######## design 1 ########
### Clock nets, design 1

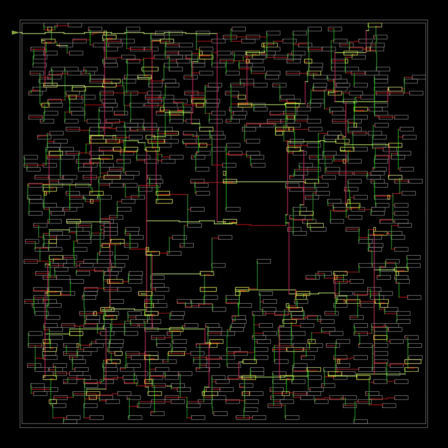

--- src/rtl/victim_cache_pkg.sv ---
// Shared types for the victim cache and its age tracker.
//   lc3b_word      - 16-bit line address
//   lc3b_cacheline - 128-bit line payload
//   lc3b_vc_tag    - 12-bit tag (address bits [15:4])
//   lc3b_vc_idx    - 2-bit entry index / age
//   vc_state_e     - controller states
package victim_cache_pkg;

    localparam int VC_ENTRIES = 4;

    typedef logic [15:0]  lc3b_word;
    typedef logic [127:0] lc3b_cacheline;
    typedef logic [11:0]  lc3b_vc_tag;
    typedef logic [1:0]   lc3b_vc_idx;

    typedef enum logic [1:0] {
        ST_IDLE,
        ST_RESP,
        ST_L2_READ,
        ST_L2_WB
    } vc_state_e;

endpackage

--- src/rtl/victim_lru.sv ---
// Age tracker for the four victim-cache entries (0 = MRU, 3 = LRU).
// Ports:
//   clk, rst_n           - clock, async active-low reset (ages reset to index)
//   touch_en, touch_idx  - make touch_idx the MRU entry this cycle
//   valid, dirty         - current entry state, used for the update and search
//   lru_idx              - entry whose age is 3
//   clean_idx            - oldest valid clean entry, meaningful when clean_found
module victim_lru
    import victim_cache_pkg::*;
(
    input  logic                  clk,
    input  logic                  rst_n,
    input  logic                  touch_en,
    input  lc3b_vc_idx            touch_idx,
    input  logic [VC_ENTRIES-1:0] valid,
    input  logic [VC_ENTRIES-1:0] dirty,
    output lc3b_vc_idx            lru_idx,
    output lc3b_vc_idx            clean_idx,
    output logic                  clean_found
);

    lc3b_vc_idx age_q [VC_ENTRIES];
    lc3b_vc_idx age_d [VC_ENTRIES];
    lc3b_vc_idx threshold;
    lc3b_vc_idx best_age;

    // Installing into an invalid entry ages every valid entry; touching a
    // valid entry only ages those younger than it, keeping a permutation.
    always_comb begin
        age_d     = age_q;
        threshold = valid[touch_idx] ? age_q[touch_idx] : 2'd3;
        if (touch_en) begin
            for (int i = 0; i < VC_ENTRIES; i++) begin
                if (valid[i] && (age_q[i] < threshold)) begin
                    age_d[i] = age_q[i] + 2'd1;
                end
            end
            age_d[touch_idx] = 2'd0;
        end
    end

    always_comb begin
        lru_idx     = '0;
        clean_idx   = '0;
        clean_found = 1'b0;
        best_age    = '0;
        for (int i = 0; i < VC_ENTRIES; i++) begin
            if (age_q[i] == 2'd3) begin
                lru_idx = lc3b_vc_idx'(i);
            end
            if (valid[i] && !dirty[i] && (!clean_found || (age_q[i] > best_age))) begin
                clean_found = 1'b1;
                clean_idx   = lc3b_vc_idx'(i);
                best_age    = age_q[i];
            end
        end
    end

    always_ff @(posedge clk or negedge rst_n) begin
        if (!rst_n) begin
            for (int i = 0; i < VC_ENTRIES; i++) begin
                age_q[i] <= lc3b_vc_idx'(i);
            end
        end else begin
            age_q <= age_d;
        end
    end

endmodule

--- src/rtl/victim_cache.sv ---
// Four-entry fully associative victim cache between L1 and L2.
// Ports:
//   mem_read/mem_write/mem_evict, mem_address, mem_wdata - L1 requests
//   mem_rdata, mem_resp                                  - L1 completion
//   l2_read/l2_write, l2_address, l2_wdata               - L2 requests
//   l2_rdata, l2_resp                                    - L2 completion
//   vc_hit_inc, vc_miss_inc                              - per-request counters
module victim_cache
    import victim_cache_pkg::*;
(
    input  logic          clk,
    input  logic          rst_n,
    input  logic          mem_read,
    input  logic          mem_write,
    input  logic          mem_evict,
    input  lc3b_word      mem_address,
    input  lc3b_cacheline mem_wdata,
    output lc3b_cacheline mem_rdata,
    output logic          mem_resp,
    output logic          l2_read,
    output logic          l2_write,
    output lc3b_word      l2_address,
    output lc3b_cacheline l2_wdata,
    input  lc3b_cacheline l2_rdata,
    input  logic          l2_resp,
    output logic          vc_hit_inc,
    output logic          vc_miss_inc
);

    vc_state_e             state_q, state_d;
    logic [VC_ENTRIES-1:0] valid_q, valid_d;
    logic [VC_ENTRIES-1:0] dirty_q, dirty_d;
    lc3b_vc_tag            tag_q  [VC_ENTRIES];
    lc3b_vc_tag            tag_d  [VC_ENTRIES];
    lc3b_cacheline         data_q [VC_ENTRIES];
    lc3b_cacheline         data_d [VC_ENTRIES];
    lc3b_cacheline         rdata_q, rdata_d;
    lc3b_vc_idx            target_q, target_d;

    lc3b_vc_tag req_tag;
    logic       hit, inv_found, clean_found, touch_en;
    lc3b_vc_idx hit_idx, inv_idx, lru_idx, clean_idx, touch_idx, wr_idx;

    assign req_tag = mem_address[15:4];

    always_comb begin
        hit       = 1'b0;
        hit_idx   = '0;
        inv_found = 1'b0;
        inv_idx   = '0;
        for (int i = VC_ENTRIES - 1; i >= 0; i--) begin
            if (valid_q[i] && (tag_q[i] == req_tag)) begin
                hit     = 1'b1;
                hit_idx = lc3b_vc_idx'(i);
            end
            if (!valid_q[i]) begin
                inv_found = 1'b1;
                inv_idx   = lc3b_vc_idx'(i);
            end
        end
    end

    victim_lru u_lru (
        .clk         (clk),
        .rst_n       (rst_n),
        .touch_en    (touch_en),
        .touch_idx   (touch_idx),
        .valid       (valid_q),
        .dirty       (dirty_q),
        .lru_idx     (lru_idx),
        .clean_idx   (clean_idx),
        .clean_found (clean_found)
    );

    always_comb begin
        state_d     = state_q;
        valid_d     = valid_q;
        dirty_d     = dirty_q;
        tag_d       = tag_q;
        data_d      = data_q;
        rdata_d     = rdata_q;
        target_d    = target_q;
        touch_en    = 1'b0;
        touch_idx   = '0;
        wr_idx      = inv_found ? inv_idx : lru_idx;
        vc_hit_inc  = 1'b0;
        vc_miss_inc = 1'b0;
        mem_resp    = 1'b0;
        l2_read     = 1'b0;
        l2_write    = 1'b0;
        l2_address  = '0;
        l2_wdata    = '0;

        unique case (state_q)
            ST_IDLE: begin
                if (mem_evict) begin
                    if (hit) begin
                        data_d[hit_idx] = mem_wdata;
                        touch_en        = 1'b1;
                        touch_idx       = hit_idx;
                    end else if (inv_found || clean_found) begin
                        // A clean line dropped when all entries are dirty
                        // loses nothing, so that case simply falls through.
                        touch_idx          = inv_found ? inv_idx : clean_idx;
                        touch_en           = 1'b1;
                        valid_d[touch_idx] = 1'b1;
                        dirty_d[touch_idx] = 1'b0;
                        tag_d[touch_idx]   = req_tag;
                        data_d[touch_idx]  = mem_wdata;
                    end
                end else if (mem_read && !mem_write) begin
                    if (hit) begin
                        rdata_d    = data_q[hit_idx];
                        touch_en   = 1'b1;
                        touch_idx  = hit_idx;
                        vc_hit_inc = 1'b1;
                        state_d    = ST_RESP;
                    end else begin
                        vc_miss_inc = 1'b1;
                        state_d     = ST_L2_READ;
                    end
                end else if (mem_write && !mem_read) begin
                    if (hit) begin
                        data_d[hit_idx]  = mem_wdata;
                        dirty_d[hit_idx] = 1'b1;
                        touch_en         = 1'b1;
                        touch_idx        = hit_idx;
                        vc_hit_inc       = 1'b1;
                        state_d          = ST_RESP;
                    end else begin
                        vc_miss_inc = 1'b1;
                        if (valid_q[wr_idx] && dirty_q[wr_idx]) begin
                            target_d = wr_idx;
                            state_d  = ST_L2_WB;
                        end else begin
                            valid_d[wr_idx] = 1'b1;
                            dirty_d[wr_idx] = 1'b1;
                            tag_d[wr_idx]   = req_tag;
                            data_d[wr_idx]  = mem_wdata;
                            touch_en        = 1'b1;
                            touch_idx       = wr_idx;
                            state_d         = ST_RESP;
                        end
                    end
                end
            end
            ST_L2_WB: begin
                l2_write   = 1'b1;
                l2_address = {tag_q[target_q], 4'b0000};
                l2_wdata   = data_q[target_q];
                if (l2_resp) begin
                    // The requester holds address and data, so the pending
                    // line is taken straight from the L1 inputs.
                    dirty_d[target_q] = 1'b1;
                    tag_d[target_q]   = req_tag;
                    data_d[target_q]  = mem_wdata;
                    touch_en          = 1'b1;
                    touch_idx         = target_q;
                    state_d           = ST_RESP;
                end
            end
            ST_L2_READ: begin
                l2_read    = 1'b1;
                l2_address = mem_address;
                if (l2_resp) begin
                    rdata_d = l2_rdata;
                    state_d = ST_RESP;
                end
            end
            ST_RESP: begin
                mem_resp = 1'b1;
                state_d  = ST_IDLE;
            end
            default: state_d = ST_IDLE;
        endcase
    end

    assign mem_rdata = rdata_q;

    always_ff @(posedge clk or negedge rst_n) begin
        if (!rst_n) begin
            state_q  <= ST_IDLE;
            valid_q  <= '0;
            dirty_q  <= '0;
            rdata_q  <= '0;
            target_q <= '0;
            for (int i = 0; i < VC_ENTRIES; i++) begin
                tag_q[i]  <= '0;
                data_q[i] <= '0;
            end
        end else begin
            state_q  <= state_d;
            valid_q  <= valid_d;
            dirty_q  <= dirty_d;
            rdata_q  <= rdata_d;
            target_q <= target_d;
            tag_q    <= tag_d;
            data_q   <= data_d;
        end
    end

endmodule

--- config.mk ---
export PLATFORM = sky130hd
export DESIGN_NAME = victim_cache
export DESIGN_NICKNAME = d
export VERILOG_FILES = /design/src/rtl/victim_cache_pkg.sv /design/src/rtl/victim_lru.sv /design/src/rtl/victim_cache.sv
export SDC_FILE = /design/constraint.sdc
export NUM_CORES = 2
export LEC_CHECK = 0
export CELL_PAD_IN_SITES_DETAIL_PLACEMENT = 0
export CELL_PAD_IN_SITES_GLOBAL_PLACEMENT = 1
export CORE_UTILIZATION = 48
export DETAILED_ROUTE_END_ITERATION = 12
export MAX_ROUTING_LAYER = met4
export PLACE_DENSITY = 0.83
export SYNTH_ARGS = -nofsm -noshare
export SYNTH_HDL_FRONTEND = slang
export SYNTH_SLANG_ARGS = --single-unit
--- constraint.sdc ---
create_clock -name clk -period 9.2 [get_ports clk]
set_clock_uncertainty 0.2 [all_clocks]
set_input_delay 1.38 -clock clk [delete_from_list [all_inputs] [get_ports clk]]
set_output_delay 1.38 -clock clk [all_outputs]
set_load 0.05 [all_outputs]
######## design 2 ########
--- src/rtl/mc_control.sv ---
// Multi-cycle MIPS main controller: Moore FSM driving datapath enables and mux selects,
// with a retired-instruction counter and a sticky illegal-instruction flag.
module mc_control #(
   parameter int unsigned CNT_W = 32
) (
   input  logic             clk,
   input  logic             reset,
   input  logic [5:0]       op,
   input  logic [5:0]       funct,
   input  logic             zero,
   output logic             pc_write,
   output logic [1:0]       pc_src,
   output logic             ir_write,
   output logic             mem_read,
   output logic             mem_write,
   output logic             alu_src_a,
   output logic [1:0]       alu_src_b,
   output logic [1:0]       alu_ctrl,
   output logic             ext_op,
   output logic             reg_write,
   output logic [1:0]       reg_dst,
   output logic [1:0]       mem_to_reg,
   output logic [3:0]       state,
   output logic             illegal,
   output logic [CNT_W-1:0] retired
);

   typedef enum logic [3:0] {
      StFetch  = 4'd0,
      StDecode = 4'd1,
      StExeR   = 4'd2,
      StExeI   = 4'd3,
      StMemAdr = 4'd4,
      StMemRd  = 4'd5,
      StMemWr  = 4'd6,
      StWbMem  = 4'd7,
      StWbAlu  = 4'd8,
      StBranch = 4'd9,
      StJal    = 4'd10,
      StJr     = 4'd11,
      StHalt   = 4'd12
   } state_e;

   localparam logic [5:0] OpRtype = 6'b000000;
   localparam logic [5:0] OpOri   = 6'b001101;
   localparam logic [5:0] OpLui   = 6'b001111;
   localparam logic [5:0] OpLw    = 6'b100011;
   localparam logic [5:0] OpSw    = 6'b101011;
   localparam logic [5:0] OpBeq   = 6'b000100;
   localparam logic [5:0] OpJal   = 6'b000011;
   localparam logic [5:0] FnAddu  = 6'b100001;
   localparam logic [5:0] FnSubu  = 6'b100011;
   localparam logic [5:0] FnJr    = 6'b001000;
   localparam logic [5:0] FnNop   = 6'b000000;

   state_e           r_state;
   state_e           w_next;
   logic             r_illegal;
   logic [CNT_W-1:0] r_retired;
   logic             w_retire;

   always_ff @(posedge clk or negedge reset) begin
      if (!reset) begin
         r_state   <= StFetch;
         r_illegal <= 1'b0;
         r_retired <= '0;
      end else begin
         r_state <= w_next;
         if (w_next == StHalt) r_illegal <= 1'b1;
         if (w_retire) r_retired <= r_retired + 1'b1;
      end
   end

   // A transition back to FETCH retires an instruction, except the FETCH self-path and HALT.
   assign w_retire = (w_next == StFetch) && (r_state != StFetch) && (r_state != StHalt);

   always_comb begin
      w_next = StFetch;
      unique case (r_state)
         StFetch:  w_next = StDecode;
         StDecode: begin
            w_next = StHalt;
            if (op == OpRtype) begin
               if (funct == FnAddu || funct == FnSubu) w_next = StExeR;
               else if (funct == FnJr)                 w_next = StJr;
               else if (funct == FnNop)                w_next = StFetch;
            end else if (op == OpOri || op == OpLui) begin
               w_next = StExeI;
            end else if (op == OpLw || op == OpSw) begin
               w_next = StMemAdr;
            end else if (op == OpBeq) begin
               w_next = StBranch;
            end else if (op == OpJal) begin
               w_next = StJal;
            end
         end
         StExeR:   w_next = StWbAlu;
         StExeI:   w_next = StWbAlu;
         StMemAdr: w_next = (op == OpSw) ? StMemWr : StMemRd;
         StMemRd:  w_next = StWbMem;
         StHalt:   w_next = StHalt;
         default:  w_next = StFetch;
      endcase
   end

   always_comb begin
      pc_write   = 1'b0;
      pc_src     = 2'b00;
      ir_write   = 1'b0;
      mem_read   = 1'b0;
      mem_write  = 1'b0;
      alu_src_a  = 1'b0;
      alu_src_b  = 2'b00;
      alu_ctrl   = 2'b00;
      ext_op     = 1'b0;
      reg_write  = 1'b0;
      reg_dst    = 2'b00;
      mem_to_reg = 2'b00;
      unique case (r_state)
         StFetch: begin
            ir_write  = 1'b1;
            pc_write  = 1'b1;
            alu_src_b = 2'b01;
         end
         StDecode: begin
            alu_src_b = 2'b11;
            ext_op    = 1'b1;
         end
         StExeR: begin
            alu_src_a = 1'b1;
            alu_ctrl  = (funct == FnSubu) ? 2'b01 : 2'b00;
         end
         StExeI: begin
            alu_src_a = 1'b1;
            alu_src_b = 2'b10;
            alu_ctrl  = (op == OpLui) ? 2'b11 : 2'b10;
         end
         StWbAlu: begin
            reg_write = 1'b1;
            reg_dst   = (op == OpRtype) ? 2'b01 : 2'b00;
         end
         StMemAdr: begin
            alu_src_a = 1'b1;
            alu_src_b = 2'b10;
            ext_op    = 1'b1;
         end
         StMemRd: mem_read = 1'b1;
         StWbMem: begin
            reg_write  = 1'b1;
            mem_to_reg = 2'b01;
         end
         StMemWr: mem_write = 1'b1;
         StBranch: begin
            alu_src_a = 1'b1;
            alu_ctrl  = 2'b01;
            pc_src    = 2'b01;
            pc_write  = zero;
         end
         StJal: begin
            reg_write  = 1'b1;
            reg_dst    = 2'b10;
            mem_to_reg = 2'b10;
            pc_src     = 2'b10;
            pc_write   = 1'b1;
         end
         StJr: begin
            pc_src   = 2'b11;
            pc_write = 1'b1;
         end
         default: ;
      endcase
      // Reset is asynchronous, so suppress writes before the state register settles.
      if (!reset) begin
         pc_write  = 1'b0;
         ir_write  = 1'b0;
         reg_write = 1'b0;
         mem_write = 1'b0;
         mem_read  = 1'b0;
      end
   end

   assign state   = r_state;
   assign illegal = r_illegal;
   assign retired = r_retired;

endmodule

--- config.mk ---
export PLATFORM = sky130hd
export DESIGN_NAME = mc_control
export DESIGN_NICKNAME = d
export VERILOG_FILES = /design/src/rtl/mc_control.sv
export SDC_FILE = /design/constraint.sdc
export NUM_CORES = 1
export LEC_CHECK = 0
export CAP_MARGIN = 20
export CORE_MARGIN = 2
export CORE_UTILIZATION = 48
export CTS_CLUSTER_DIAMETER = 80
export DETAILED_ROUTE_END_ITERATION = 6
export PLACE_DENSITY = 0.81
export SETUP_SLACK_MARGIN = 0.5
export SYNTH_ARGS = -nofsm -noshare
export SYNTH_HDL_FRONTEND = slang
export SYNTH_SLANG_ARGS = --single-unit
--- constraint.sdc ---
create_clock -name clk -period 2.98 [get_ports clk]
set_clock_uncertainty 0.2 [all_clocks]
set_input_delay 0.298 -clock clk [delete_from_list [all_inputs] [get_ports clk]]
set_output_delay 0.298 -clock clk [all_outputs]
set_load 0.02 [all_outputs]
######## design 3 ########
### src/rtl/mem_bus_arbiter_if.sv
// mem_bus_arbiter_if: bundles the fetch port, the memory-stage port and the
// shared memory bus that mem_bus_arbiter sits between.
// slave  = arbiter view (takes requests, drives the bus).
// master = environment view (fetch/mem stages plus the bus target).
// Strobe width is DATA_W/8. The arbiter slices the 32-bit fetch word out of
// a 64-bit beat, so DATA_W is expected to stay at 64.
interface mem_bus_arbiter_if #(
    parameter int ADDR_W = 64,
    parameter int DATA_W = 64
);
    localparam int STRB_W = DATA_W / 8;

    logic              ireq_valid;
    logic [ADDR_W-1:0] ireq_addr;
    logic              iresp_ok;
    logic [31:0]       iresp_data;

    logic              dreq_valid;
    logic [ADDR_W-1:0] dreq_addr;
    logic [2:0]        dreq_size;
    logic [STRB_W-1:0] dreq_strobe;
    logic [DATA_W-1:0] dreq_wdata;
    logic              dresp_ok;
    logic [DATA_W-1:0] dresp_data;

    logic              bus_valid;
    logic [ADDR_W-1:0] bus_addr;
    logic [2:0]        bus_size;
    logic [STRB_W-1:0] bus_strobe;
    logic [DATA_W-1:0] bus_wdata;
    logic              bus_ready;
    logic [DATA_W-1:0] bus_rdata;

    modport slave (
        input  ireq_valid, ireq_addr,
        output iresp_ok, iresp_data,
        input  dreq_valid, dreq_addr, dreq_size, dreq_strobe, dreq_wdata,
        output dresp_ok, dresp_data,
        output bus_valid, bus_addr, bus_size, bus_strobe, bus_wdata,
        input  bus_ready, bus_rdata
    );

    modport master (
        output ireq_valid, ireq_addr,
        input  iresp_ok, iresp_data,
        output dreq_valid, dreq_addr, dreq_size, dreq_strobe, dreq_wdata,
        input  dresp_ok, dresp_data,
        input  bus_valid, bus_addr, bus_size, bus_strobe, bus_wdata,
        output bus_ready, bus_rdata
    );
endinterface

### src/rtl/mem_bus_arbiter.sv
// mem_bus_arbiter: shares the single memory bus between instruction fetch
// (read-only I-port) and the memory stage (D-port). One transaction is in
// flight at a time, sequenced IDLE -> WAITING -> OVER -> IDLE.
// Optional feature: define MEM_ARB_RR_EN for round-robin arbitration on
// simultaneous requests; otherwise the D-port always wins.
module mem_bus_arbiter (
    input  logic                clk,
    input  logic                reset_n,
    mem_bus_arbiter_if.slave    port_if
);
    typedef enum logic [1:0] {
        IDLE,
        WAITING,
        OVER
    } state_t;

    typedef enum logic {
        OWN_I,
        OWN_D
    } owner_t;

    state_t state;
    state_t state_nxt;
    owner_t owner;
    logic   abort;

    logic   grant_i;
    logic   grant_d;
    logic   owner_valid;
    logic   complete;
    logic   deliver;

`ifdef MEM_ARB_RR_EN
    owner_t last_grant;
`endif

    // State register.
    always_ff @(posedge clk or negedge reset_n) begin
        if (!reset_n) begin
            state <= IDLE;
        end else begin
            state <= state_nxt;
        end
    end

    // Next-state: any request in IDLE starts a bus access; OVER always
    // returns to IDLE so a held request is not reissued in the same cycle.
    always_comb begin
        state_nxt = state;
        case (state)
            IDLE:    if (port_if.ireq_valid || port_if.dreq_valid) state_nxt = WAITING;
            WAITING: if (port_if.bus_ready) state_nxt = OVER;
            OVER:    state_nxt = IDLE;
            default: state_nxt = IDLE;
        endcase
    end

    // Grant decision and completion qualifiers.
    always_comb begin
        grant_i = 1'b0;
        grant_d = 1'b0;
        if (state == IDLE) begin
`ifdef MEM_ARB_RR_EN
            if (port_if.ireq_valid && port_if.dreq_valid) begin
                if (last_grant == OWN_D) grant_i = 1'b1;
                else                     grant_d = 1'b1;
            end else begin
                grant_i = port_if.ireq_valid;
                grant_d = port_if.dreq_valid;
            end
`else
            grant_d = port_if.dreq_valid;
            grant_i = port_if.ireq_valid && !port_if.dreq_valid;
`endif
        end
        owner_valid = (owner == OWN_I) ? port_if.ireq_valid : port_if.dreq_valid;
        complete    = (state == WAITING) && port_if.bus_ready;
        // A request withdrawn at any point while WAITING (including the
        // completion cycle) gets no response pulse.
        deliver     = complete && owner_valid && !abort;
    end

    // Datapath: bus request latching, flush tracking and registered responses.
    always_ff @(posedge clk or negedge reset_n) begin
        if (!reset_n) begin
            owner              <= OWN_I;
            abort              <= 1'b0;
            port_if.bus_valid  <= 1'b0;
            port_if.bus_addr   <= '0;
            port_if.bus_size   <= '0;
            port_if.bus_strobe <= '0;
            port_if.bus_wdata  <= '0;
            port_if.iresp_ok   <= 1'b0;
            port_if.iresp_data <= '0;
            port_if.dresp_ok   <= 1'b0;
            port_if.dresp_data <= '0;
        end else begin
            port_if.iresp_ok <= 1'b0;
            port_if.dresp_ok <= 1'b0;

            if (grant_d) begin
                owner              <= OWN_D;
                port_if.bus_valid  <= 1'b1;
                port_if.bus_addr   <= port_if.dreq_addr;
                port_if.bus_size   <= port_if.dreq_size;
                port_if.bus_strobe <= port_if.dreq_strobe;
                port_if.bus_wdata  <= port_if.dreq_wdata;
            end else if (grant_i) begin
                owner              <= OWN_I;
                port_if.bus_valid  <= 1'b1;
                port_if.bus_addr   <= port_if.ireq_addr;
                port_if.bus_size   <= 3'b010;
                port_if.bus_strobe <= '0;
                port_if.bus_wdata  <= '0;
            end

            if (state == OVER) begin
                abort <= 1'b0;
            end else if ((state == WAITING) && !owner_valid) begin
                abort <= 1'b1;
            end

            if (complete) begin
                port_if.bus_valid <= 1'b0;
                if (owner == OWN_I) begin
                    port_if.iresp_data <= port_if.bus_addr[2] ? port_if.bus_rdata[63:32]
                                                              : port_if.bus_rdata[31:0];
                    port_if.iresp_ok   <= deliver;
                end else begin
                    port_if.dresp_data <= port_if.bus_rdata;
                    port_if.dresp_ok   <= deliver;
                end
            end
        end
    end

`ifdef MEM_ARB_RR_EN
    // Round-robin history: remembers the port granted most recently.
    always_ff @(posedge clk or negedge reset_n) begin
        if (!reset_n) begin
            last_grant <= OWN_D;
        end else if (grant_d) begin
            last_grant <= OWN_D;
        end else if (grant_i) begin
            last_grant <= OWN_I;
        end
    end
`endif
endmodule

### src/flat_wrapper.sv
// flat-port wrapper written by rule: the top's interface ports become plain ports
module mem_bus_arbiter_flat 
  (clk, reset_n, port_if_ireq_valid, port_if_ireq_addr, port_if_iresp_ok, port_if_iresp_data, port_if_dreq_valid, port_if_dreq_addr, port_if_dreq_size, port_if_dreq_strobe, port_if_dreq_wdata, port_if_dresp_ok, port_if_dresp_data, port_if_bus_valid, port_if_bus_addr, port_if_bus_size, port_if_bus_strobe, port_if_bus_wdata, port_if_bus_ready, port_if_bus_rdata);
  mem_bus_arbiter_if #(.ADDR_W(64), .DATA_W(64)) port_if_i ();
  input  logic clk;
  input  logic reset_n;
  input wire logic [$bits(port_if_i.ireq_valid)-1:0] port_if_ireq_valid;
  input wire logic [$bits(port_if_i.ireq_addr)-1:0] port_if_ireq_addr;
  output wire logic [$bits(port_if_i.iresp_ok)-1:0] port_if_iresp_ok;
  output wire logic [$bits(port_if_i.iresp_data)-1:0] port_if_iresp_data;
  input wire logic [$bits(port_if_i.dreq_valid)-1:0] port_if_dreq_valid;
  input wire logic [$bits(port_if_i.dreq_addr)-1:0] port_if_dreq_addr;
  input wire logic [$bits(port_if_i.dreq_size)-1:0] port_if_dreq_size;
  input wire logic [$bits(port_if_i.dreq_strobe)-1:0] port_if_dreq_strobe;
  input wire logic [$bits(port_if_i.dreq_wdata)-1:0] port_if_dreq_wdata;
  output wire logic [$bits(port_if_i.dresp_ok)-1:0] port_if_dresp_ok;
  output wire logic [$bits(port_if_i.dresp_data)-1:0] port_if_dresp_data;
  output wire logic [$bits(port_if_i.bus_valid)-1:0] port_if_bus_valid;
  output wire logic [$bits(port_if_i.bus_addr)-1:0] port_if_bus_addr;
  output wire logic [$bits(port_if_i.bus_size)-1:0] port_if_bus_size;
  output wire logic [$bits(port_if_i.bus_strobe)-1:0] port_if_bus_strobe;
  output wire logic [$bits(port_if_i.bus_wdata)-1:0] port_if_bus_wdata;
  input wire logic [$bits(port_if_i.bus_ready)-1:0] port_if_bus_ready;
  input wire logic [$bits(port_if_i.bus_rdata)-1:0] port_if_bus_rdata;
  assign port_if_i.ireq_valid = port_if_ireq_valid;
  assign port_if_i.ireq_addr = port_if_ireq_addr;
  assign port_if_iresp_ok = port_if_i.iresp_ok;
  assign port_if_iresp_data = port_if_i.iresp_data;
  assign port_if_i.dreq_valid = port_if_dreq_valid;
  assign port_if_i.dreq_addr = port_if_dreq_addr;
  assign port_if_i.dreq_size = port_if_dreq_size;
  assign port_if_i.dreq_strobe = port_if_dreq_strobe;
  assign port_if_i.dreq_wdata = port_if_dreq_wdata;
  assign port_if_dresp_ok = port_if_i.dresp_ok;
  assign port_if_dresp_data = port_if_i.dresp_data;
  assign port_if_bus_valid = port_if_i.bus_valid;
  assign port_if_bus_addr = port_if_i.bus_addr;
  assign port_if_bus_size = port_if_i.bus_size;
  assign port_if_bus_strobe = port_if_i.bus_strobe;
  assign port_if_bus_wdata = port_if_i.bus_wdata;
  assign port_if_i.bus_ready = port_if_bus_ready;
  assign port_if_i.bus_rdata = port_if_bus_rdata;
  mem_bus_arbiter u_core (.clk(clk), .reset_n(reset_n), .port_if(port_if_i));
endmodule
### config.mk
export PLATFORM = sky130hd
export DESIGN_NAME = mem_bus_arbiter_flat
export DESIGN_NICKNAME = d
export VERILOG_FILES = /design/src/rtl/mem_bus_arbiter_if.sv /design/src/rtl/mem_bus_arbiter.sv /design/src/flat_wrapper.sv
export SDC_FILE = /design/constraint.sdc
export NUM_CORES = 1
export LEC_CHECK = 0
export CELL_PAD_IN_SITES_DETAIL_PLACEMENT = 1
export CELL_PAD_IN_SITES_GLOBAL_PLACEMENT = 2
export CORE_MARGIN = 2
export CORE_UTILIZATION = 25
export DETAILED_ROUTE_END_ITERATION = 6
export PLACE_DENSITY = 0.83
export REMOVE_ABC_BUFFERS = 1
export SYNTH_ARGS = -nofsm -noshare
export SYNTH_HDL_FRONTEND = slang
export SYNTH_SLANG_ARGS = --single-unit
export TNS_END_PERCENT = 30
### constraint.sdc
create_clock -name clk -period 1.95 [get_ports clk]
set_clock_uncertainty 0.15 [all_clocks]
set_input_delay 0.2925 -clock clk [delete_from_list [all_inputs] [get_ports clk]]
set_output_delay 0.2925 -clock clk [all_outputs]
set_load 0.01 [all_outputs]
######## design 4 ########
### src/rtl/uart_tx_sched.sv
// uart_tx_sched: arbitrates two character sources onto one UART transmitter,
// bounding bursts per requester and flagging a transmitter that never answers.
`timescale 1ns/1ps
module uart_tx_sched #(
   parameter int DATA_W    = 8,
   parameter int MAX_BURST = 4,
   parameter int TIMEOUT   = 1023
) (
   input  logic              clk_i,
   input  logic              rst_ni,
   input  logic              req0_valid_i,
   input  logic [DATA_W-1:0] req0_data_i,
   output logic              req0_ready_o,
   input  logic              req1_valid_i,
   input  logic [DATA_W-1:0] req1_data_i,
   output logic              req1_ready_o,
   output logic              tx_start_o,
   output logic [DATA_W-1:0] tx_data_o,
   input  logic              tx_busy_i,
   input  logic              tx_done_i,
   output logic [1:0]        grant_o,
   input  logic              clr_err_i,
   output logic              err_timeout_o
);
   typedef enum logic [1:0] {IDLE, ISSUE, WAIT_BUSY, WAIT_DONE} state_t;
   state_t      state, state_d;
   logic        last_grant;
   logic [3:0]  burst_cnt;
   logic [15:0] tmo_cnt;
   logic        keep, sel1, accept, tmo, release_grant;
   assign keep   = burst_cnt < 4'(MAX_BURST);
   // sel1 picks requester 1; on a tie the last owner keeps the line until its burst is spent
   assign sel1   = req1_valid_i & (~req0_valid_i | (last_grant ? keep : ~keep));
   assign req0_ready_o  = rst_ni & (state == IDLE) & req0_valid_i & ~sel1;
   assign req1_ready_o  = rst_ni & (state == IDLE) & sel1;
   assign accept        = req0_ready_o | req1_ready_o;
   assign tmo           = (state == WAIT_BUSY) & ~tx_done_i & ~tx_busy_i & (tmo_cnt == 16'(TIMEOUT - 1));
   assign tx_start_o    = state == ISSUE;
   assign release_grant = (state == WAIT_BUSY || state == WAIT_DONE) && state_d == IDLE;
   always_ff @(posedge clk_i or negedge rst_ni)
      if (!rst_ni) state <= IDLE;
      else state <= state_d;
   always_comb begin
      state_d = state;
      case (state)
         IDLE:      state_d = accept ? ISSUE : IDLE;
         ISSUE:     state_d = WAIT_BUSY;
         WAIT_BUSY: state_d = (tx_done_i || tmo) ? IDLE : tx_busy_i ? WAIT_DONE : WAIT_BUSY;
         WAIT_DONE: state_d = tx_done_i ? IDLE : WAIT_DONE;
         default:   state_d = IDLE;
      endcase
   end
   always_ff @(posedge clk_i or negedge rst_ni)
      if (!rst_ni) begin
         tx_data_o     <= '0;
         grant_o       <= '0;
         err_timeout_o <= 1'b0;
         tmo_cnt       <= '0;
         last_grant    <= 1'b1;
         burst_cnt     <= 4'(MAX_BURST);
      end else begin
         if (accept) begin
            tx_data_o <= sel1 ? req1_data_i : req0_data_i;
            grant_o   <= {sel1, ~sel1};
            if (sel1 == last_grant) begin
               burst_cnt <= (burst_cnt >= 4'(MAX_BURST)) ? 4'(MAX_BURST) : burst_cnt + 4'd1;
            end else begin
               last_grant <= sel1;
               burst_cnt  <= 4'd1;
            end
         end else if (release_grant) begin
            grant_o <= '0;
         end
         tmo_cnt <= (state == WAIT_BUSY) ? tmo_cnt + 16'd1 : '0;
         if (tmo) err_timeout_o <= 1'b1;
         else if (clr_err_i) err_timeout_o <= 1'b0;
      end
endmodule

### config.mk
export PLATFORM = sky130hd
export DESIGN_NAME = uart_tx_sched
export DESIGN_NICKNAME = d
export VERILOG_FILES = /design/src/rtl/uart_tx_sched.sv
export SDC_FILE = /design/constraint.sdc
export NUM_CORES = 1
export LEC_CHECK = 0
export ABC_AREA = 1
export CAP_MARGIN = 5
export CORE_AREA = 2 2 70 72
export DETAILED_ROUTE_END_ITERATION = 8
export DIE_AREA = 0 0 72 74
export PLACE_DENSITY = 0.73
export SLEW_MARGIN = 10
export SYNTH_ARGS = -nofsm -noshare
export SYNTH_HDL_FRONTEND = slang
export SYNTH_SLANG_ARGS = --single-unit
### constraint.sdc
create_clock -name clk_i -period 1.65 [get_ports clk_i]
set_input_delay 0.165 -clock clk_i [delete_from_list [all_inputs] [get_ports clk_i]]
set_output_delay 0.165 -clock clk_i [all_outputs]
set_load 0.02 [all_outputs]
### Wire density map, design 3

(2 px per µm) The die is cut into 21 by 21 equal tiles; dark purple is low, yellow is high, scaled to the fullest tile. Values are wire area over tile area, all layers added.
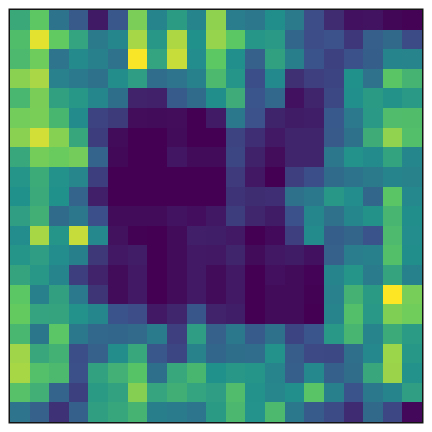
nearly empty tiles = 7.5%
mean over tiles = 0.16
densest ninth of the die = upper left
emptiest ninth of the die = center

==> impl_table.tex, design 3 <==
% Yosys + OpenROAD metrics
\begin{tabular}{lr}
\hline
Metric & Value \\
\hline
\multicolumn{2}{l}{\textbf{Outcome}} \\
Result of the run & finished clean \\
\multicolumn{2}{l}{\textbf{CTS}} \\
Postcts setup bufs & 1 \\
Clock latency of the later-clocked register in the worst-skew pair & 550 ps \\
Maximum clock insertion buffer count & 3 \\
Clock transition time at the flip-flop clock pins of the worst setup and hold paths & 60 ps \\
\multicolumn{2}{l}{\textbf{Final layout}} \\
Layout Cells excl Fill & 1785 \\
Signed area change from the synthesized netlist to the final layout & 69.32\% \\
Number of filler cells placed in the layout & 4293 \\
Register cell area after layout & 0.006057 mm² \\
\multicolumn{2}{l}{\textbf{Yosys}} \\
Count of library flops with an enable pin & 0 \\
Seq/Total Area, Yosys & 59.34\% \\
Cell count after synthesis & 704 \\
Cell type with the highest aggregate area in the netlist & sky130\_fd\_sc\_hd\_\_dfrtp\_1 \\
Avg Cell Area, Syn & 14.50 µm² \\
\multicolumn{2}{l}{\textbf{STA}} \\
Post-route clock period utilization & 98.06\% \\
Sum of negative setup slack & 0 ps \\
\multicolumn{2}{l}{\textbf{Routing}} \\
Overall via count from detail\_route & 8731 \\
Wire length reported by the detailed router & 40.25 mm \\
Total DRC errors in the routed layout & 0 \\
\multicolumn{2}{l}{\textbf{Pwr}} \\
Internal Dissipation & 17.20 mW \\
Part of the power in combinational logic & 44.7\% \\
\multicolumn{2}{l}{\textbf{Setup path}} \\
Kind of cell adding the most delay to the critical path & buffers and inverters \\
Highest cell delay on the worst timing path & 550 ps \\
Worst path required time & 1510 ps \\
Kind of start point of the critical path & flip-flop \\
\multicolumn{2}{l}{\textbf{Global routing}} \\
Number of antenna violations at the first check in global routing & 3 \\
\multicolumn{2}{l}{\textbf{Placed design}} \\
HPWL reported at the end of detailed placement & 29.36 mm \\
\hline
\end{tabular}
==> design 3: path summary, 6_finish.rpt <==
path	from	end	depth (start not counted)
worst max-delay path	u_core.port_if.bus_wdata[25]	port_if_bus_wdata[25]	1
worst min-delay path	reset_n	u_core.port_if.dresp_data[25]	2
worst max register to register	u_core.state[1]	u_core.port_if.dresp_data[4]	7
worst min register to register	u_core.abort	u_core.port_if.dresp_ok	1
max in group asynchronous	reset_n	u_core.port_if.bus_wdata[9]	3
min in group clk	port_if_dreq_wdata[17]	u_core.port_if.bus_wdata[17]	2
==> design 3: logic make-up after synthesis <==
| kind of cell | count (synthesis) | share of synthesized area (%) |
|---|---|---|
| flops | 242 | 59.34 |
| simple gates | 55 | 2.648 |
| compound gates | 239 | 20.83 |
| mux | 96 | 12.41 |
| buf+inv | 72 | 4.770 |
==> design 3: layout make-up <==
type	instances	share of cell area (%)
clock buffers	38	4.439
clock inverters	10	0.7458
well taps	532	3.852
diodes	3	0.04345
inverters	3	0.06517
flip-flops and latches	242	35.05
multi-input cells	390	21.43
repair buffers	567	34.37
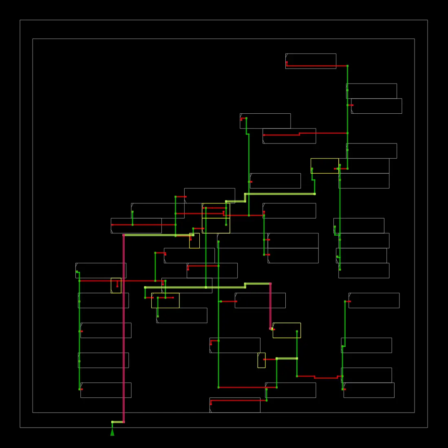
*Clock nets, design 2*
power attributed to the clock group: 335 µW
number of clock buffers in the layout: 6
clock buffer count from CTS: 5
number of clock sinks: 37
clock latency of the later-clocked register in the worst-skew pair: 290 ps

==> impl_table.tex, design 2 <==
% Yosys + OpenROAD metrics
\begin{tabular}{lr}
\hline
Metric & Value \\
\hline
\multicolumn{2}{l}{\textbf{Final layout}} \\
Signed area change from the synthesized netlist to the final layout & 53.05\% \\
Antenna diode count & 0 \\
Number of filler cells placed in the layout & 317 \\
\multicolumn{2}{l}{\textbf{CTS}} \\
Clock transition time at the flip-flop clock pins of the worst setup and hold paths & 80 ps \\
H-Tree Level Count & 2 \\
\multicolumn{2}{l}{\textbf{Routing}} \\
Wire length reported by the detailed router & 6.850 mm \\
Vias/cell & 5.651 \\
Detailed router's first-iteration violation count & 135 \\
\multicolumn{2}{l}{\textbf{STA}} \\
Worst hold slack & 262.6 ps \\
Setup-failing EPs final & 0 \\
Rel. slew slack & 48.01\% \\
Sum of negative setup slack & 0 ps \\
\multicolumn{2}{l}{\textbf{Outcome}} \\
Result of the run & finished clean \\
\multicolumn{2}{l}{\textbf{Yosys}} \\
Ys async rst share & 100.0\% \\
Warnings, synthesis & 0 \\
XOR/XNOR share of the synthesized area & 11.50\% \\
Area figure in the yosys stat output & 0.002361 mm² \\
\multicolumn{2}{l}{\textbf{Global routing}} \\
Total routing resource utilization after global routing & 23.69\% \\
Number of antenna violations at the first check in global routing & 0 \\
\multicolumn{2}{l}{\textbf{Pwr}} \\
Seq. pwr & 697 µW \\
\multicolumn{2}{l}{\textbf{Min path}} \\
Path category of the worst min-delay check & reg2reg \\
\hline
\end{tabular}
## design 2: metal layers
metal | global-route usage (%) | wire (µm)
met1 | 29.82 | 2784
met2 | 42.26 | 3652
met3 | 3.523 | 328
met4 | 6.667 | 85
met5 | 0 | 0
## design 2: logic make-up after synthesis
group,after synthesis
AND-OR/OR-AND,22
XOR/XNOR,31
adder cells (fa/ha/maj),1
buffers and inverters,18
flip-flops,37
multiplexers,2
AND/OR/NAND/NOR,132
## design 2: sequential cells by signal, indices dropped and copies added, names as in the netlist
signal,count
state,4
retired,32
illegal,1
## design 2: layout make-up
cell class | count | share of cell area, %
Timing Repair Buffer | 106 | 29.67
Tap cell | 67 | 2.320
Inverter | 4 | 0.4155
Multi-Input combinational cell | 188 | 39.58
Clock buffer | 6 | 2.008
Sequential cell | 37 | 25.73
Clock inverter | 2 | 0.2770
## design 2: repair_timing
| item | 4_1_cts | 5_1_grt |
|---|---|---|
| pin swaps | 6 | 10 |
| buffers inserted | 8 | 10 |
| gates resized | 24 | 30 |
| endpoints found under the hold margin | 3 | 0 |
| hold buffers | 2 | 0 |
| endpoints found under the setup margin | 41 | 37 |
| gates cloned | 2 | 2 |
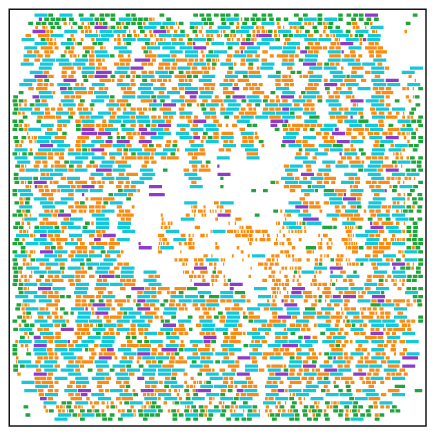
*Cells colored by class, design 1*
(1.5 px per µm)
remaining buffers and delay cells -> green  # cells 595
clock drivers and dummy loads -> purple  # cells 144
remaining logic cells -> orange  # cells 1840
registers -> cyan  # cells 708
final standard cell area without fillers: 0.04538 mm²
CORE AREA: 0.07457 mm²
register share of the cell area: 39.06%
final design utilization: 60.86%
site row count: 100

Notes on 'Clock nets' of design 1 above:
power attributed to the clock group: 3.41 mW
clock latency of the later-clocked register in the worst-skew pair: 620 ps
number of clock sinks: 708
number of clock buffers in the layout: 110

==> impl_table.tex, design 1 <==
% Yosys + OpenROAD metrics
\begin{tabular}{lr}
\hline
Metric & Value \\
\hline
\multicolumn{2}{l}{\textbf{Setup path}} \\
Highest cell delay on the worst timing path & 650 ps \\
\multicolumn{2}{l}{\textbf{Placed design}} \\
Weighted congestion at the end of routability-driven global placement & 0.8606 \\
\multicolumn{2}{l}{\textbf{Yosys}} \\
Most common cell in the netlist & sky130\_fd\_sc\_hd\_\_dfrtp\_1 \\
Area share of the largest cell type after synthesis & 48.60\% \\
\multicolumn{2}{l}{\textbf{Floorplan}} \\
Chip area & 0.07662 mm² \\
Number of top-level design ports & 555 \\
\multicolumn{2}{l}{\textbf{Final layout}} \\
Antenna diode count & 31 \\
Largest class & flip-flops and latches \\
Number of filler cells placed in the layout & 5784 \\
\multicolumn{2}{l}{\textbf{CTS}} \\
Postcts setup bufs & 0 \\
H-Tree Level Count & 3 \\
\multicolumn{2}{l}{\textbf{Pwr}} \\
Part of the power in combinational logic & 53.7\% \\
\multicolumn{2}{l}{\textbf{Global routing}} \\
Wire length of the first global-routing pass & 173.0 mm \\
Remaining Overflow, GRT & 0 \\
GR Layer Usage met3 & 7.272\% \\
\multicolumn{2}{l}{\textbf{Outcome}} \\
Result of the run & finished clean \\
\hline
\end{tabular}
==> design 1: placed cells by master (no fill, tap or decap), drive strengths merged, types with 11 or more instances in the layout <==
| cell type | netlist | routed |
|---|---|---|
| a221o | 129 | 129 |
| o31ai | 133 | 133 |
| ha | 16 | 16 |
| inv | 18 | 21 |
| o21ai | 29 | 29 |
| clkbuf | 147 | 110 |
| xnor2 | 48 | 48 |
| nand4 | 11 | 11 |
| a22o | 14 | 14 |
| diode | 0 | 31 |
| and2 | 135 | 135 |
| nand2 | 166 | 166 |
| nand3 | 14 | 14 |
| clkdlybuf4s50 | 0 | 553 |
| nor2b | 137 | 137 |
| dfrtp | 704 | 704 |
| bufinv | 0 | 11 |
| nor2 | 30 | 30 |
| mux4 | 140 | 140 |
| a221oi | 130 | 130 |
| clkinv | 0 | 17 |
| a21oi | 22 | 22 |
| buf | 102 | 42 |
| mux2 | 564 | 564 |
==> design 1: flip-flops by register name (all words and copies together) (netlist names) <==
name	flops
valid_q	4
state_q	2
data_q	512
tag_q	48
target_q	2
u_lru.age_q	8
mem_rdata	128
dirty_q	4
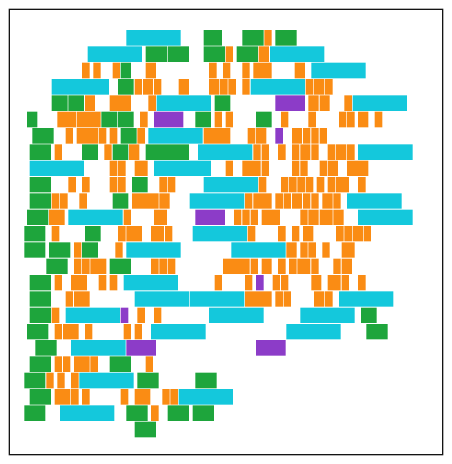
*Cells colored by class, design 4*
(6 px per µm)
remaining buffers and delay cells -> green  # cells 53
registers -> cyan  # cells 34
remaining logic cells -> orange  # cells 193
clock drivers and dummy loads -> purple  # cells 8
CORE AREA: 0.004598 mm²
site row count: 25
register share of the cell area: 35.69%
final design utilization: 52.00%
final standard cell area without fillers: 0.002391 mm²

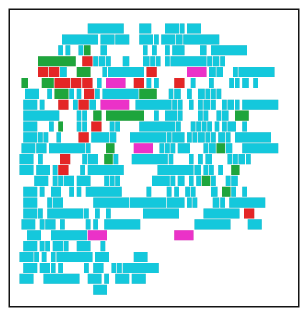
*Cell sizes after repair, design 4*
(4 px per µm)
x6 and larger -> magenta  # cells 6, share 2.1%
x1 and smaller -> cyan  # cells 248, share 86%
x3 and x4 -> red  # cells 17, share 5.9%
x2 -> green  # cells 17, share 5.9%

==> impl_table.tex, design 4 <==
% Yosys + OpenROAD metrics
\begin{tabular}{lr}
\hline
Metric & Value \\
\hline
\multicolumn{2}{l}{\textbf{Outcome}} \\
Result of the run & finished clean \\
\multicolumn{2}{l}{\textbf{CTS}} \\
Number of clock sinks & 34 \\
Postcts setup bufs & 0 \\
\multicolumn{2}{l}{\textbf{Routing}} \\
Vias/cell & 4.667 \\
Avg WL per Cell & 10.87 µm \\
Wire length reported by the detailed router & 3.716 mm \\
\multicolumn{2}{l}{\textbf{Placed design}} \\
HPWL reported at the end of detailed placement & 2.840 mm \\
\multicolumn{2}{l}{\textbf{Setup path}} \\
Sort of element at the end of the critical path & primary output \\
List of cells traversed by the critical path & nor2\_1, nand2\_1, nand3\_2, a21oi\_2, buf\_2 \\
Worst setup path end & req0\_ready\_o \\
\multicolumn{2}{l}{\textbf{STA}} \\
Number of pins exceeding their max-slew limit in the final report & 0 \\
Measured slew at the worst slew-check pin & 437.5 ps \\
Rel. slew slack & 70.83\% \\
Post-route clock period utilization & 94.95\% \\
\multicolumn{2}{l}{\textbf{Final layout}} \\
Flip-flop count of the largest register after layout & 16 \\
\multicolumn{2}{l}{\textbf{Yosys}} \\
Mapped cell area & 0.001780 mm² \\
\multicolumn{2}{l}{\textbf{Global routing}} \\
Layer with the highest usage after global routing & met2 \\
\hline
\end{tabular}
design 4: metal layers:
layer | share of wire, % | vias to the layer above | routed length (µm)
met2 | 48 | 31 | 1801
met5 | 0 | - | 0
met4 | 1.4 | 0 | 51
met1 | 45 | 723 | 1663
li1 | - | 836 | -
met3 | 5.4 | 6 | 199
design 4: final cells by class:
class                   count  area share [%]
clock buffers               8           3.349
flip-flops and latches     34           35.69
inverters                  36           5.652
repair buffers             53           20.46
well taps                  54           2.826
multi-input cells         157           32.03
design 4: stage by stage:
stage	setup TNS [ps]	worst slack, ps	instances	hold WS [ps]
2_1_floorplan	0	241.9	230	-130.6
3_3_place_gp	-2200	-358.0	334	463.0
3_5_place_dp	-2093	-350.5	334	471.3
4_1_cts	0	12.39	342	409.3
5_1_grt	0	23.95	342	442.8
6_report	0	83.28	342	390.0
design 4: Yosys cell counts, drive strengths merged:
master	number
ha	3
dfstp	2
nor3	4
nand4	1
nand2	72
o21ai	7
a21oi	9
nor2	32
inv	36
nor3b	1
xor2	4
nand3	13
nand3b	1
o211ai	8
dfrtp	32
buf	3
or2	2

######## design 5 ########
### The metal 3 layer, design 5

(1.5 px per µm) Cells faint in the background.
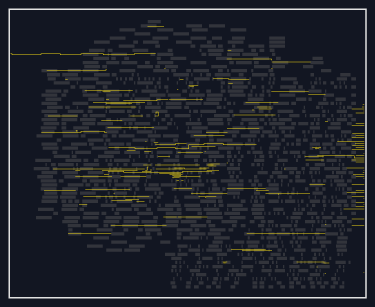
### Wire density map, design 5

(1.5 px per µm) The die is cut into 24 by 19 equal tiles; dark purple is low, yellow is high, scaled to the fullest tile. Values are wire area over tile area, all layers added.
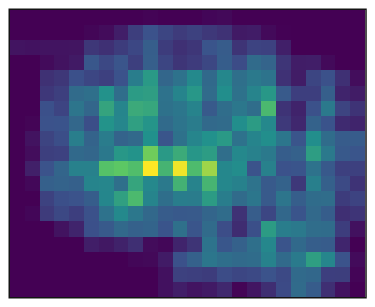
File: src/rtl/byte_mem_ctrl_pkg.sv
// Shared definitions for the byte-addressed word load/store controller.
//   state_t       : controller FSM states (IDLE, XFER, RESP)
//   WORD_BYTES    : bytes moved per load/store request
//   BYTE_W        : width of one storage location
//   DEFAULT_DEPTH : default number of byte locations in the store
package byte_mem_ctrl_pkg;

    localparam int WORD_BYTES    = 4;
    localparam int BYTE_W        = 8;
    localparam int DEFAULT_DEPTH = 32;

    typedef enum logic [1:0] {
        IDLE = 2'd0,
        XFER = 2'd1,
        RESP = 2'd2
    } state_t;

endpackage

File: src/rtl/byte_ram.sv
// DEPTH x 8-bit byte store with a combinational read port and a synchronous
// write port sharing one address. The array has no reset: its contents only
// change through writes.
//   clk   : write clock
//   we    : write enable, byte written on the rising edge of clk
//   addr  : byte address for both read and write
//   wdata : byte to write
//   rdata : byte currently held at addr
module byte_ram
    import byte_mem_ctrl_pkg::*;
#(
    parameter int DEPTH = DEFAULT_DEPTH,
    parameter int AW    = 5
) (
    input  logic              clk,
    input  logic              we,
    input  logic [AW-1:0]     addr,
    input  logic [BYTE_W-1:0] wdata,
    output logic [BYTE_W-1:0] rdata
);

    logic [BYTE_W-1:0] mem [DEPTH];

    always_ff @(posedge clk) begin
        if (we) begin
            mem[addr] <= wdata;
        end
    end

    assign rdata = mem[addr];

endmodule

File: src/rtl/byte_mem_ctrl.sv
// Word load/store controller over a byte-wide store. Each accepted request
// moves one byte per cycle for four cycles (big-endian: the byte at the
// request address is bits 31:24), then presents a response until consumed.
// Address arithmetic wraps modulo DEPTH.
//
// Handshakes: a request transfers on a rising edge where req_valid and
// req_ready are both 1; a response transfers on a rising edge where rsp_valid
// and rsp_ready are both 1. Only one request is in flight; req_valid while
// req_ready=0 is ignored, never queued. Response fields are held stable while
// rsp_valid=1 and rsp_ready=0.
//
//   clk, reset           : clock, synchronous active-high reset
//   req_valid/req_ready  : request handshake
//   req_write            : 1 = store word, 0 = load word
//   req_addr             : byte address of the most significant byte
//   req_wdata            : store data
//   rsp_valid/rsp_ready  : response handshake
//   rsp_rdata            : load data (zero for stores)
//   rsp_write            : req_write of the completed request
//   busy                 : high whenever the FSM is not in IDLE
//   dbg_state            : current FSM state encoding
module byte_mem_ctrl
    import byte_mem_ctrl_pkg::*;
#(
    parameter int DEPTH = DEFAULT_DEPTH,
    parameter int AW    = 5
) (
    input  logic          clk,
    input  logic          reset,
    input  logic          req_valid,
    output logic          req_ready,
    input  logic          req_write,
    input  logic [AW-1:0] req_addr,
    input  logic [31:0]   req_wdata,
    output logic          rsp_valid,
    input  logic          rsp_ready,
    output logic [31:0]   rsp_rdata,
    output logic          rsp_write,
    output logic          busy,
    output logic [1:0]    dbg_state
);

    localparam logic [1:0] LAST_IDX = 2'(WORD_BYTES - 1);

    state_t        state;
    logic [1:0]    idx;
    logic          write_q;
    logic [AW-1:0] addr_q;
    logic [31:0]   wdata_q;
    logic [31:0]   capture;
    logic [31:0]   capture_next;

    logic [AW-1:0]     ram_addr;
    logic              ram_we;
    logic [BYTE_W-1:0] ram_wdata;
    logic [BYTE_W-1:0] ram_rdata;

    // Natural AW-bit overflow gives the modulo-DEPTH wrap.
    assign ram_addr = addr_q + AW'(idx);

    // Reset gates the write so an aborted store stops on the reset edge.
    assign ram_we = (state == XFER) && write_q && !reset;

    always_comb begin
        ram_wdata = wdata_q[31:24];
        case (idx)
            2'd0:    ram_wdata = wdata_q[31:24];
            2'd1:    ram_wdata = wdata_q[23:16];
            2'd2:    ram_wdata = wdata_q[15:8];
            default: ram_wdata = wdata_q[7:0];
        endcase
    end

    // Loads shift bytes in from the right, so after four bytes the first one
    // read sits in bits 31:24.
    assign capture_next = {capture[23:0], ram_rdata};

    byte_ram #(
        .DEPTH (DEPTH),
        .AW    (AW)
    ) u_ram (
        .clk   (clk),
        .we    (ram_we),
        .addr  (ram_addr),
        .wdata (ram_wdata),
        .rdata (ram_rdata)
    );

    always_ff @(posedge clk) begin
        if (reset) begin
            state     <= IDLE;
            idx       <= 2'd0;
            capture   <= '0;
            write_q   <= 1'b0;
            addr_q    <= '0;
            wdata_q   <= '0;
            req_ready <= 1'b1;
            rsp_valid <= 1'b0;
            rsp_rdata <= '0;
            rsp_write <= 1'b0;
            busy      <= 1'b0;
        end else begin
            case (state)
                IDLE: begin
                    if (req_valid) begin
                        write_q   <= req_write;
                        addr_q    <= req_addr;
                        wdata_q   <= req_wdata;
                        idx       <= 2'd0;
                        capture   <= '0;
                        state     <= XFER;
                        req_ready <= 1'b0;
                        busy      <= 1'b1;
                    end
                end
                XFER: begin
                    if (!write_q) begin
                        capture <= capture_next;
                    end
                    idx <= idx + 2'd1;
                    if (idx == LAST_IDX) begin
                        state     <= RESP;
                        rsp_valid <= 1'b1;
                        rsp_write <= write_q;
                        rsp_rdata <= write_q ? 32'h0 : capture_next;
                    end
                end
                RESP: begin
                    if (rsp_ready) begin
                        state     <= IDLE;
                        rsp_valid <= 1'b0;
                        req_ready <= 1'b1;
                        busy      <= 1'b0;
                    end
                end
                default: begin
                    state     <= IDLE;
                    req_ready <= 1'b1;
                    rsp_valid <= 1'b0;
                    busy      <= 1'b0;
                end
            endcase
        end
    end

    assign dbg_state = state;

endmodule

File: config.mk
export PLATFORM = sky130hd
export DESIGN_NAME = byte_mem_ctrl
export DESIGN_NICKNAME = d
export VERILOG_FILES = /design/src/rtl/byte_mem_ctrl_pkg.sv /design/src/rtl/byte_ram.sv /design/src/rtl/byte_mem_ctrl.sv
export SDC_FILE = /design/constraint.sdc
export NUM_CORES = 1
export LEC_CHECK = 0
export CELL_PAD_IN_SITES_DETAIL_PLACEMENT = 1
export CELL_PAD_IN_SITES_GLOBAL_PLACEMENT = 1
export CORE_ASPECT_RATIO = 0.8
export CORE_MARGIN = 5
export CORE_UTILIZATION = 35
export CTS_CLUSTER_DIAMETER = 40
export DETAILED_ROUTE_END_ITERATION = 8
export HOLD_SLACK_MARGIN = 0.02
export PLACE_DENSITY_LB_ADDON = 0.3
export RECOVER_POWER = 50
export REMOVE_ABC_BUFFERS = 1
export SYNTH_ARGS = -nofsm -noshare
export SYNTH_HDL_FRONTEND = slang
export SYNTH_SLANG_ARGS = --single-unit
File: constraint.sdc
create_clock -name clk -period 4.61 [get_ports clk]
set_clock_uncertainty 0.1 [all_clocks]
set_input_delay 0.6915 -clock clk [delete_from_list [all_inputs] [get_ports clk]]
set_output_delay 0.6915 -clock clk [all_outputs]
set_load 0.02 [all_outputs]
==> impl_table.tex <==
% Yosys + OpenROAD metrics
\begin{tabular}{lr}
\hline
Metric & Value \\
\hline
\multicolumn{2}{l}{\textbf{Placed design}} \\
Area of placed instances & 0.01584 mm² \\
\multicolumn{2}{l}{\textbf{Final layout}} \\
Largest class & flip-flops and latches \\
Final standard cell area without fillers & 0.01724 mm² \\
Signed area change from the synthesized netlist to the final layout & 19.72\% \\
Register share of the cell area & 56.44\% \\
Layout multi-input combinational cell count & 664 \\
Final design utilization & 42.43\% \\
Clk cell area share & 8.413\% \\
\multicolumn{2}{l}{\textbf{CTS}} \\
Maximum clock insertion buffer count & 3 \\
Number of hold buffers added after cts & 0 \\
Clock latency of the later-clocked register in the worst-skew pair & 550 ps \\
\multicolumn{2}{l}{\textbf{Setup path}} \\
Highest cell delay on the worst timing path & 1440 ps \\
Start-to-end type of the worst setup path & reg2reg \\
FF-to-FF setup slack & 850 ps \\
Kind of start point of the critical path & flip-flop \\
\multicolumn{2}{l}{\textbf{Min path}} \\
Start point of the worst hold path & reset \\
\multicolumn{2}{l}{\textbf{Yosys}} \\
Cell count after synthesis & 1117 \\
Mapped cell area & 0.01440 mm² \\
\multicolumn{2}{l}{\textbf{Outcome}} \\
Result of the run & complete, but fails checks \\
Failing checks & max-capacitance violations, max-slew violations \\
\multicolumn{2}{l}{\textbf{Global routing}} \\
Number of global-route vias before repair & 9350 \\
\multicolumn{2}{l}{\textbf{Pwr}} \\
Part of the power in combinational logic & 8.7\% \\
P per Cell Area & 440.9 mW/mm² \\
\multicolumn{2}{l}{\textbf{Floorplan}} \\
Number of top-level design ports & 80 \\
Chip area & 0.04532 mm² \\
\multicolumn{2}{l}{\textbf{Routing}} \\
Vias/cell & 5.305 \\
Met1 wire length & 18.46 mm \\
\multicolumn{2}{l}{\textbf{Flow run}} \\
Max\_cap viols & 8 \\
\multicolumn{2}{l}{\textbf{STA}} \\
Number of pins exceeding their max-slew limit in the final report & 295 \\
\hline
\end{tabular}
About 'The metal 3 layer' of design 5:
wire length on this layer = 2000 µm
share of all routed wire = 5.2%
wire length reported by the detailed router: 38.61 mm
GR Layer Usage met3: 2.784%
overall via count from detail_route: 9342

About 'Wire density map' of design 5:
tiles over half the peak = 9.0%
fullest tile = 0.56
densest ninth of the die = center
emptiest ninth of the die = lower left
nearly empty tiles = 22%
Avg WL per Cell: 21.93 µm
total routing resource utilization after global routing: 16.65%

[synth_stat cells, drive strengths merged (3+ instances only)]
| master | n | area [µm²] |
|---|---|---|
| nor3b | 24 | 180.2 |
| inv | 12 | 45.05 |
| a21oi | 68 | 340.3 |
| edfxtp | 256 | 7687 |
| nand3 | 136 | 690.7 |
| clkbuf | 43 | 168.9 |
| a21o | 3 | 22.52 |
| and4 | 32 | 280.3 |
| a222oi | 8 | 80.08 |
| nand2 | 101 | 379.1 |
| ha | 6 | 75.07 |
| o22ai | 16 | 106.4 |
| nand2b | 4 | 25.02 |
| buf | 40 | 210.2 |
| nor2 | 79 | 299.0 |
| o31ai | 16 | 120.1 |
| a22oi | 17 | 127.6 |
| mux2i | 137 | 1371 |
| dfxtp | 102 | 2042 |
[worst max-delay path, delay by kind of cell, from the launching register on]
family,cells,cell delay (ps)
buf+inv,2,1760
flops,1,490
fa+ha+maj,1,640
mux,1,240
[registers in the layout, indices dropped and copies added, names as in the netlist]
name	flops
u_ram.mem	256
rsp_rdata	32
wdata_q	32
capture	24
addr_q	5
dbg_state	2
idx	2
busy	1
req_ready	1
rsp_valid	1
rsp_write	1
write_q	1


==> layout pictures side by side <==
The metal 3 layer.
(a)
(1.5 px per µm) Cells faint in the background.
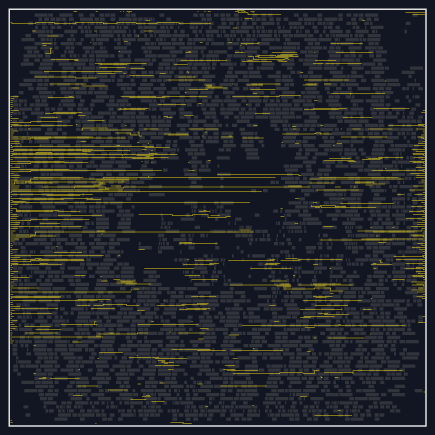
(b)
(4 px per µm) Cells faint in the background.
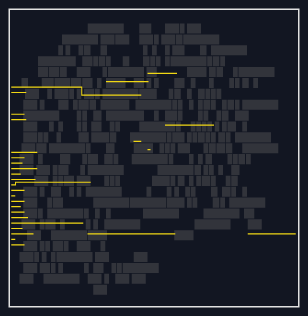
(c)
(4 px per µm) Cells faint in the background.
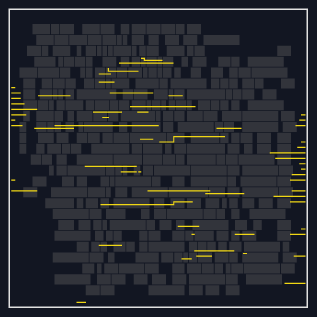
(d)
(2 px per µm) Cells faint in the background.
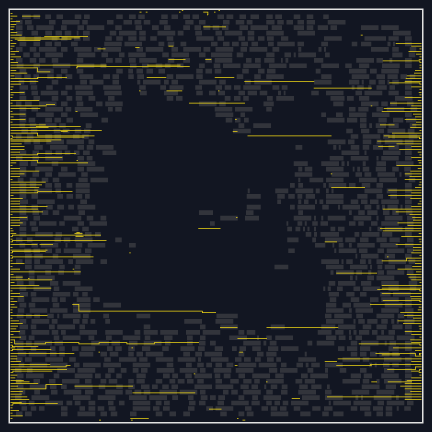
(b) is design 4.
(c) is design 2.
(a) is design 1.
(d) is design 3.
The one with the largest die is (a).

Power and IR drop assume default switching activity.
